# core_uart_tx

`src/rtl/core_uart_tx_pkg.sv`:
```
// Shared definitions for the UART transmitter: FSM encoding, default line rate and
// clock, and elaboration-time helpers.
package core_uart_tx_pkg;

    typedef enum logic [1:0] {
        ST_IDLE  = 2'd0,
        ST_START = 2'd1,
        ST_DATA  = 2'd2,
        ST_STOP  = 2'd3
    } tx_state_e;

    localparam int unsigned UART_BAUD   = 115200;
    localparam int unsigned CPU_FREQ_HZ = 50000000;

    function automatic int unsigned baud_div(input int unsigned clk_hz, input int unsigned baud);
        return clk_hz / baud;
    endfunction

    function automatic bit is_pow2(input int unsigned v);
        return (v != 0) && ((v & (v - 1)) == 0);
    endfunction

endpackage

```
`src/rtl/core_uart_tx_fifo.sv`:
```
// Synchronous byte FIFO for the UART transmitter. One extra pointer bit separates
// the full and empty cases when the address bits match.
module core_uart_tx_fifo
    import core_uart_tx_pkg::*;
#(
    parameter int unsigned FIFO_DEPTH = 16
) (
    input  logic                          clk_i,
    input  logic                          rst_n_i,
    input  logic                          push,
    input  logic [7:0]                    wr_data,
    input  logic                          pop,
    output logic [7:0]                    rd_data,
    output logic                          full,
    output logic                          empty,
    output logic [$clog2(FIFO_DEPTH):0]   level
);

    localparam int unsigned AW = $clog2(FIFO_DEPTH);

    logic [7:0]  mem [FIFO_DEPTH];
    logic [AW:0] wr_ptr;
    logic [AW:0] rd_ptr;
    logic        push_ok;
    logic        pop_ok;

    // Guard here as well so a misbehaving caller can never corrupt the pointers.
    assign push_ok = push && !full;
    assign pop_ok  = pop && !empty;

    always_ff @(posedge clk_i or negedge rst_n_i) begin
        if (!rst_n_i) begin
            wr_ptr <= '0;
            rd_ptr <= '0;
        end else begin
            if (push_ok) begin
                wr_ptr <= wr_ptr + (AW + 1)'(1);
            end
            if (pop_ok) begin
                rd_ptr <= rd_ptr + (AW + 1)'(1);
            end
        end
    end

    always_ff @(posedge clk_i) begin
        if (push_ok) begin
            mem[wr_ptr[AW-1:0]] <= wr_data;
        end
    end

    assign rd_data = mem[rd_ptr[AW-1:0]];
    assign level   = wr_ptr - rd_ptr;
    assign empty   = (wr_ptr == rd_ptr);
    assign full    = (wr_ptr[AW] != rd_ptr[AW]) && (wr_ptr[AW-1:0] == rd_ptr[AW-1:0]);

endmodule

```
`src/rtl/core_uart_tx.sv`:
```
// UART transmitter: 8N1/8N2, LSB first, idle-high line, fed from a byte FIFO.
// Frames are sent back to back with no idle gap while the FIFO holds data.
//
//   state    | meaning
//   ---------+-----------------------------------------------------------
//   ST_IDLE  | line high, baud counter held at 0, waiting for a queued byte
//   ST_START | start bit (low) for one baud period
//   ST_DATA  | eight data bits, LSB first, one baud period each
//   ST_STOP  | STOP_BITS baud periods high; pops the next byte on the last cycle
module core_uart_tx
    import core_uart_tx_pkg::*;
#(
    parameter int unsigned CLK_FREQ_HZ = CPU_FREQ_HZ,
    parameter int unsigned BAUD        = UART_BAUD,
    parameter int unsigned FIFO_DEPTH  = 16,
    parameter int unsigned STOP_BITS   = 1
) (
    input  logic                          clk_i,
    input  logic                          rst_n_i,
    input  logic [7:0]                    tx_data_i,
    input  logic                          tx_valid_i,
    output logic                          tx_ready_o,
    output logic                          txd_o,
    output logic                          busy_o,
    output logic [$clog2(FIFO_DEPTH):0]   fifo_level_o
);

    localparam int unsigned DIV       = baud_div(CLK_FREQ_HZ, BAUD);
    localparam logic [31:0] DIV_LAST  = 32'(DIV - 1);
    localparam logic [2:0]  STOP_LAST = 3'(STOP_BITS - 1);

    if (DIV < 2) begin : g_div_check
        $error("core_uart_tx: CLK_FREQ_HZ/BAUD must be at least 2");
    end
    if (!is_pow2(FIFO_DEPTH) || FIFO_DEPTH < 2) begin : g_depth_check
        $error("core_uart_tx: FIFO_DEPTH must be a power of two and at least 2");
    end
    if (STOP_BITS != 1 && STOP_BITS != 2) begin : g_stop_check
        $error("core_uart_tx: STOP_BITS must be 1 or 2");
    end

    tx_state_e   state_q;
    tx_state_e   state_d;
    logic [31:0] baud_cnt_q;
    logic [31:0] baud_cnt_d;
    logic [2:0]  bit_cnt_q;
    logic [2:0]  bit_cnt_d;
    logic [7:0]  shift_q;
    logic [7:0]  shift_d;
    logic        txd_q;
    logic        busy_q;
    logic        rst_done_q;
    logic        pop;
    logic        baud_tick;

    logic [7:0]                  fifo_rd_data;
    logic                        fifo_full;
    logic                        fifo_empty;
    logic [$clog2(FIFO_DEPTH):0] fifo_level;

    core_uart_tx_fifo #(
        .FIFO_DEPTH (FIFO_DEPTH)
    ) u_fifo (
        .clk_i   (clk_i),
        .rst_n_i (rst_n_i),
        .push    (tx_valid_i && tx_ready_o),
        .wr_data (tx_data_i),
        .pop     (pop),
        .rd_data (fifo_rd_data),
        .full    (fifo_full),
        .empty   (fifo_empty),
        .level   (fifo_level)
    );

    // rst_done_q keeps ready low for the whole reset and the first edge after it.
    assign tx_ready_o   = rst_done_q && !fifo_full;
    assign fifo_level_o = fifo_level;
    assign txd_o        = txd_q;
    assign busy_o       = busy_q;
    assign baud_tick    = (baud_cnt_q == DIV_LAST);

    always_ff @(posedge clk_i or negedge rst_n_i) begin
        if (!rst_n_i) begin
            state_q    <= ST_IDLE;
            baud_cnt_q <= '0;
            bit_cnt_q  <= '0;
            shift_q    <= '0;
            rst_done_q <= 1'b0;
        end else begin
            state_q    <= state_d;
            baud_cnt_q <= baud_cnt_d;
            bit_cnt_q  <= bit_cnt_d;
            shift_q    <= shift_d;
            rst_done_q <= 1'b1;
        end
    end

    always_comb begin
        state_d    = state_q;
        baud_cnt_d = baud_cnt_q;
        bit_cnt_d  = bit_cnt_q;
        shift_d    = shift_q;
        pop        = 1'b0;
        unique case (state_q)
            ST_IDLE: begin
                baud_cnt_d = '0;
                if (!fifo_empty) begin
                    pop       = 1'b1;
                    shift_d   = fifo_rd_data;
                    bit_cnt_d = '0;
                    state_d   = ST_START;
                end
            end
            ST_START: begin
                if (baud_tick) begin
                    baud_cnt_d = '0;
                    state_d    = ST_DATA;
                end else begin
                    baud_cnt_d = baud_cnt_q + 32'd1;
                end
            end
            ST_DATA: begin
                if (baud_tick) begin
                    baud_cnt_d = '0;
                    shift_d    = {1'b0, shift_q[7:1]};
                    // bit_cnt wraps to 0 after bit 7, ready to count stop bits.
                    bit_cnt_d  = bit_cnt_q + 3'd1;
                    if (bit_cnt_q == 3'd7) begin
                        state_d = ST_STOP;
                    end
                end else begin
                    baud_cnt_d = baud_cnt_q + 32'd1;
                end
            end
            ST_STOP: begin
                if (baud_tick) begin
                    baud_cnt_d = '0;
                    if (bit_cnt_q == STOP_LAST) begin
                        bit_cnt_d = '0;
                        if (!fifo_empty) begin
                            pop     = 1'b1;
                            shift_d = fifo_rd_data;
                            state_d = ST_START;
                        end else begin
                            state_d = ST_IDLE;
                        end
                    end else begin
                        bit_cnt_d = bit_cnt_q + 3'd1;
                    end
                end else begin
                    baud_cnt_d = baud_cnt_q + 32'd1;
                end
            end
            default: begin
                state_d = ST_IDLE;
            end
        endcase
    end

    // Line and busy are registered from the current state, so both lag it by one cycle.
    always_ff @(posedge clk_i or negedge rst_n_i) begin
        if (!rst_n_i) begin
            txd_q  <= 1'b1;
            busy_q <= 1'b0;
        end else begin
            unique case (state_q)
                ST_START: txd_q <= 1'b0;
                ST_DATA:  txd_q <= shift_q[0];
                default:  txd_q <= 1'b1;
            endcase
            busy_q <= (state_q != ST_IDLE) || !fifo_empty;
        end
    end

endmodule

```
`config.mk`:
```
export PLATFORM = sky130hd
export DESIGN_NAME = core_uart_tx
export DESIGN_NICKNAME = d
export VERILOG_FILES = /design/src/rtl/core_uart_tx_pkg.sv /design/src/rtl/core_uart_tx_fifo.sv /design/src/rtl/core_uart_tx.sv
export SDC_FILE = /design/constraint.sdc
export NUM_CORES = 1
export LEC_CHECK = 0
export ABC_CLOCK_PERIOD_IN_PS = 6750
export CORE_MARGIN = 1.5
export CORE_UTILIZATION = 35
export DETAILED_ROUTE_END_ITERATION = 7
export GPL_TIMING_DRIVEN = 0
export PLACE_DENSITY = 0.58
export SYNTH_ARGS = -nofsm -noshare
export SYNTH_HDL_FRONTEND = slang
export SYNTH_HIERARCHICAL = 1
export SYNTH_SLANG_ARGS = --single-unit
```
`constraint.sdc`:
```
create_clock -name clk_i -period 6.75 [get_ports clk_i]
set_input_delay 1.0125 -clock clk_i [delete_from_list [all_inputs] [get_ports clk_i]]
set_output_delay 1.0125 -clock clk_i [all_outputs]
set_load 0.03 [all_outputs]
```
==> results.ini <==
[layout]
num-fill-cells = 2124
comb_area_share = 0.292
buffer_area_frac = 0.0405

[clocking]
post_cts_resized = 0
cts_buffers = 17

[worst_hold_path]
worstHoldStart = shift_q[7]

[power_and_ir_drop]
combPwrFrac = 0.130
power.density_nw_per_um2 = 283
powerComb_uw = 354
sequentialPowerShare = 0.476

[yosys]
yosys.cell_types.count = 54
logic_family = multiplexers
ys_ff = 186

[global_routing]
groute.usage.overall = 0.148

[routing]
ant_nets = 0
wl_per_cell_um = 18.3

[placement]
dpl.hpwl_um = 11900

[critical_path]
r2r-start = u_fifo/rd_ptr[1]
cp_top_family = buffers and inverters
cp.depth = 8
crit_required_ns = 5.74
slowest_delay_ns = 0.69

[floorplanning]
taps = 319

[timing]
finalClockSkew_ns = 0.0192
slew-limit-headroom = 0.0987

[status]
status = finished clean

### Nets reached from selected ports, core_uart_tx

Scale: 2 px per um.
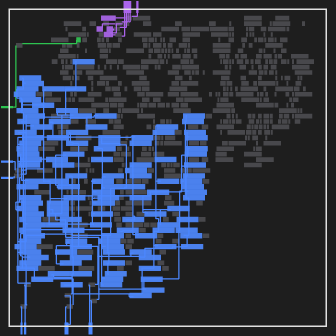
purple -> fifo_level_o  # bits 5, direction output, end cells 5, buffers 5, wire 73.0 um
green -> tx_valid_i  # bits 1, direction input, end cells 1, buffers 1, wire 62.1 um
blue -> tx_data_i  # bits 8, direction input, end cells 128, buffers 8, wire 2040 um

### Signal wires on met2, core_uart_tx

Scale: 2 px per um.
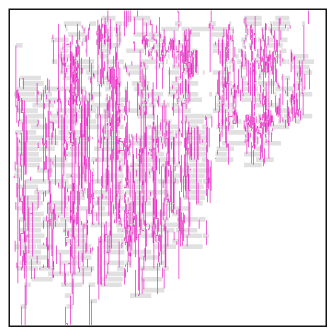
longest straight run = 72.8 um
nets with wire on the layer = 553


# fetch_stage

==> src/rtl/core_pkg.sv <==
// Shared definitions for the LEGv8 pipeline front end: widths, instruction
// size and the fetch controller state encoding.
package core_pkg;

    localparam int PC_W_DEF    = 64;
    localparam int INSTR_W_DEF = 32;
    localparam int INSTR_BYTES = 4;

    typedef enum logic [1:0] {
        IDLE = 2'd0,
        REQ  = 2'd1,
        RESP = 2'd2,
        KILL = 2'd3
    } fetch_state_e;

endpackage

==> src/rtl/if_id_skid.sv <==
// IF/ID pipeline register with a one-entry skid buffer. A word pushed while
// decode is stalled on a live instruction parks in the skid and is moved into
// IF/ID ahead of any newer word once the stall releases.
module if_id_skid
    import core_pkg::*;
#(
    parameter int DW = PC_W_DEF + INSTR_W_DEF
) (
    input  logic          clk,
    input  logic          rst_n,
    input  logic          push,
    input  logic [DW-1:0] data_in,
    input  logic          stall,
    input  logic          flush,
    output logic          valid,
    output logic [DW-1:0] data_out,
    output logic          skid_full
);

    logic          valid_q, valid_d;
    logic [DW-1:0] out_q, out_d;
    logic [DW-1:0] skid_q, skid_d;
    logic          full_q, full_d;
    logic          hold;

    // A stall only holds the register when it carries a live instruction;
    // a bubble may always be overwritten.
    assign hold = stall & valid_q;

    // Next-state: flush beats stall beats advance.
    always_comb begin
        valid_d = valid_q;
        out_d   = out_q;
        skid_d  = skid_q;
        full_d  = full_q;
        if (flush) begin
            valid_d = 1'b0;
            out_d   = '0;
            full_d  = 1'b0;
        end else if (hold) begin
            if (push) begin
                skid_d = data_in;
                full_d = 1'b1;
            end
        end else if (full_q) begin
            valid_d = 1'b1;
            out_d   = skid_q;
            if (push) begin
                skid_d = data_in;
            end else begin
                full_d = 1'b0;
            end
        end else if (push) begin
            valid_d = 1'b1;
            out_d   = data_in;
        end else begin
            valid_d = 1'b0;
        end
    end

    // Register update with synchronous active-low reset.
    always_ff @(posedge clk) begin
        if (!rst_n) begin
            valid_q <= 1'b0;
            out_q   <= '0;
            skid_q  <= '0;
            full_q  <= 1'b0;
        end else begin
            valid_q <= valid_d;
            out_q   <= out_d;
            skid_q  <= skid_d;
            full_q  <= full_d;
        end
    end

    assign valid     = valid_q;
    assign data_out  = out_q;
    assign skid_full = full_q;

endmodule

==> src/rtl/fetch_stage.sv <==
// Instruction fetch stage: PC register, single-outstanding fetch controller
// and the instruction memory interface, feeding the IF/ID register.
//
// Memory handshake: a fetch is accepted in any cycle where imem_req and
// imem_ack are both high at the rising edge; imem_addr is held stable while
// imem_req waits for ack. The accepted fetch returns exactly one imem_rvalid
// pulse carrying imem_rdata, at least one cycle after acceptance. rvalid seen
// while no fetch is outstanding is ignored.
module fetch_stage
    import core_pkg::*;
#(
    parameter int              PC_W     = PC_W_DEF,
    parameter int              INSTR_W  = INSTR_W_DEF,
    parameter logic [PC_W-1:0] RESET_PC = '0
) (
    input  logic               clk,
    input  logic               rst_n,
    output logic               imem_req,
    output logic [PC_W-1:0]    imem_addr,
    input  logic               imem_ack,
    input  logic               imem_rvalid,
    input  logic [INSTR_W-1:0] imem_rdata,
    input  logic               id_stall,
    input  logic               flush,
    input  logic [PC_W-1:0]    branch_target,
    output logic               id_valid,
    output logic [INSTR_W-1:0] id_instr,
    output logic [PC_W-1:0]    id_pc
);

    fetch_state_e              state_q, state_d;
    logic [PC_W-1:0]           pc_q, pc_d;
    logic [PC_W-1:0]           target_aligned;
    logic                      accept;
    logic                      deliver;
    logic                      skid_full;
    logic [INSTR_W+PC_W-1:0]   if_id_data;

    assign target_aligned = {branch_target[PC_W-1:2], 2'b00};
    assign accept         = imem_req & imem_ack;
    assign imem_addr      = pc_q;

    // State and PC registers.
    always_ff @(posedge clk) begin
        if (!rst_n) begin
            state_q <= IDLE;
            pc_q    <= RESET_PC;
        end else begin
            state_q <= state_d;
            pc_q    <= pc_d;
        end
    end

    // Next state and next PC; a flush always redirects the PC once fetching
    // has started, and an outstanding response is either consumed here or
    // remembered by KILL so it can be thrown away.
    always_comb begin
        state_d = state_q;
        pc_d    = pc_q;
        case (state_q)
            IDLE: state_d = REQ;
            REQ: begin
                if (flush) begin
                    pc_d = target_aligned;
                end else if (accept) begin
                    pc_d    = pc_q + PC_W'(INSTR_BYTES);
                    state_d = RESP;
                end
            end
            RESP: begin
                if (flush) begin
                    pc_d    = target_aligned;
                    state_d = imem_rvalid ? REQ : KILL;
                end else if (imem_rvalid) begin
                    state_d = REQ;
                end
            end
            KILL: begin
                if (flush) begin
                    pc_d = target_aligned;
                end
                // The killed response is the only one in flight; once it
                // lands nothing else can arrive, so fetching resumes.
                if (imem_rvalid) begin
                    state_d = REQ;
                end
            end
            default: state_d = IDLE;
        endcase
    end

    // Outputs: request only while the skid has room, deliver live responses.
    always_comb begin
        imem_req = (state_q == REQ) & ~flush & ~skid_full;
        deliver  = (state_q == RESP) & imem_rvalid & ~flush;
    end

    if_id_skid #(
        .DW(INSTR_W + PC_W)
    ) u_if_id (
        .clk      (clk),
        .rst_n    (rst_n),
        .push     (deliver),
        .data_in  ({imem_rdata, pc_q - PC_W'(INSTR_BYTES)}),
        .stall    (id_stall),
        .flush    (flush),
        .valid    (id_valid),
        .data_out (if_id_data),
        .skid_full(skid_full)
    );

    assign {id_instr, id_pc} = if_id_data;

endmodule

==> config.mk <==
export PLATFORM = sky130hd
export DESIGN_NAME = fetch_stage
export DESIGN_NICKNAME = d
export VERILOG_FILES = /design/src/rtl/core_pkg.sv /design/src/rtl/if_id_skid.sv /design/src/rtl/fetch_stage.sv
export SDC_FILE = /design/constraint.sdc
export NUM_CORES = 1
export LEC_CHECK = 0
export ABC_AREA = 1
export CORE_ASPECT_RATIO = 1.5
export CORE_MARGIN = 10
export CORE_UTILIZATION = 25
export CTS_CLUSTER_DIAMETER = 150
export DETAILED_ROUTE_END_ITERATION = 12
export MAX_ROUTING_LAYER = met4
export PLACE_DENSITY = 0.54
export SLEW_MARGIN = 5
export SYNTH_ARGS = -nofsm -noshare
export SYNTH_HDL_FRONTEND = slang
export SYNTH_HIERARCHICAL = 1
export SYNTH_SLANG_ARGS = --single-unit
==> constraint.sdc <==
create_clock -name clk -period 2.5 [get_ports clk]
set_clock_uncertainty 0.05 [all_clocks]
set_input_delay 0.375 -clock clk [delete_from_list [all_inputs] [get_ports clk]]
set_output_delay 0.375 -clock clk [all_outputs]
set_load 0.005 [all_outputs]
### Clock nets, fetch_stage

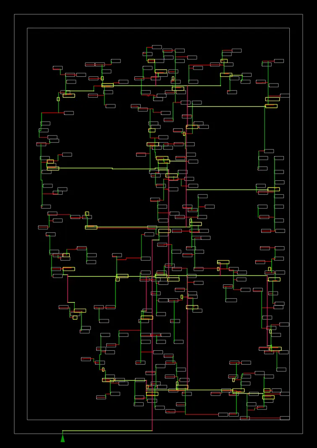
Flops: 258
clock latency (worst-skew pair): 0.59 ns
clock network power: 4.43 mW
clock buffer count: 47
clock sinks: 258

### Wiring by layer, fetch_stage

Scale: 1.5 px per um. Only two layers are drawn.
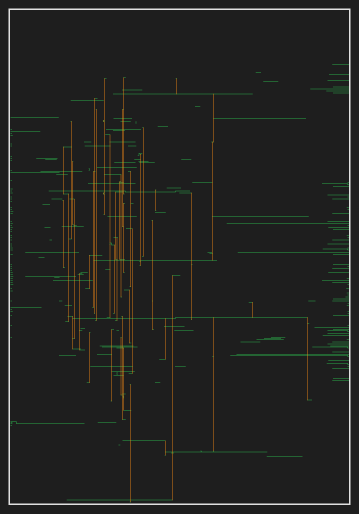
orange -> M4  # wire length 2850 um
green -> M3  # wire length 2750 um

==> results.ini <==
[flow_run]
maxCapViolCount = 0

[global_routing]
antenna_found_initial = 1
grt_max_degree = 94
grt_util_met1 = 0.190

[placement]
pre_cts_ws_ns = -0.0508
dpl.hpwl_um = 50100
place_area_um2 = 20400

[yosys]
mux_area_frac = 0
ys_cells = 2764

[timing]
layout_setup_ws_ns = 0.109
tightest_slew_ns = 0.636

[power_and_ir_drop]
pg_seq_mw = 4.49

[status]
status = finished clean

[floorplanning]
core-area_um2 = 63200

[clocking]
root_buffer = clkbuf_16
postCtsSetupBuffers = 0

[critical_path]
cp_top_family = buffers and inverters
slowest_delay_ns = 0.49

[layout]
final-clk-cell-share = 0.0452
final_cell_count_no_fill = 3894
fin_area_um2 = 21400

[routing]
met2_length_um = 32500


Power figures rest on the tool's default switching activity, not on a simulated workload.
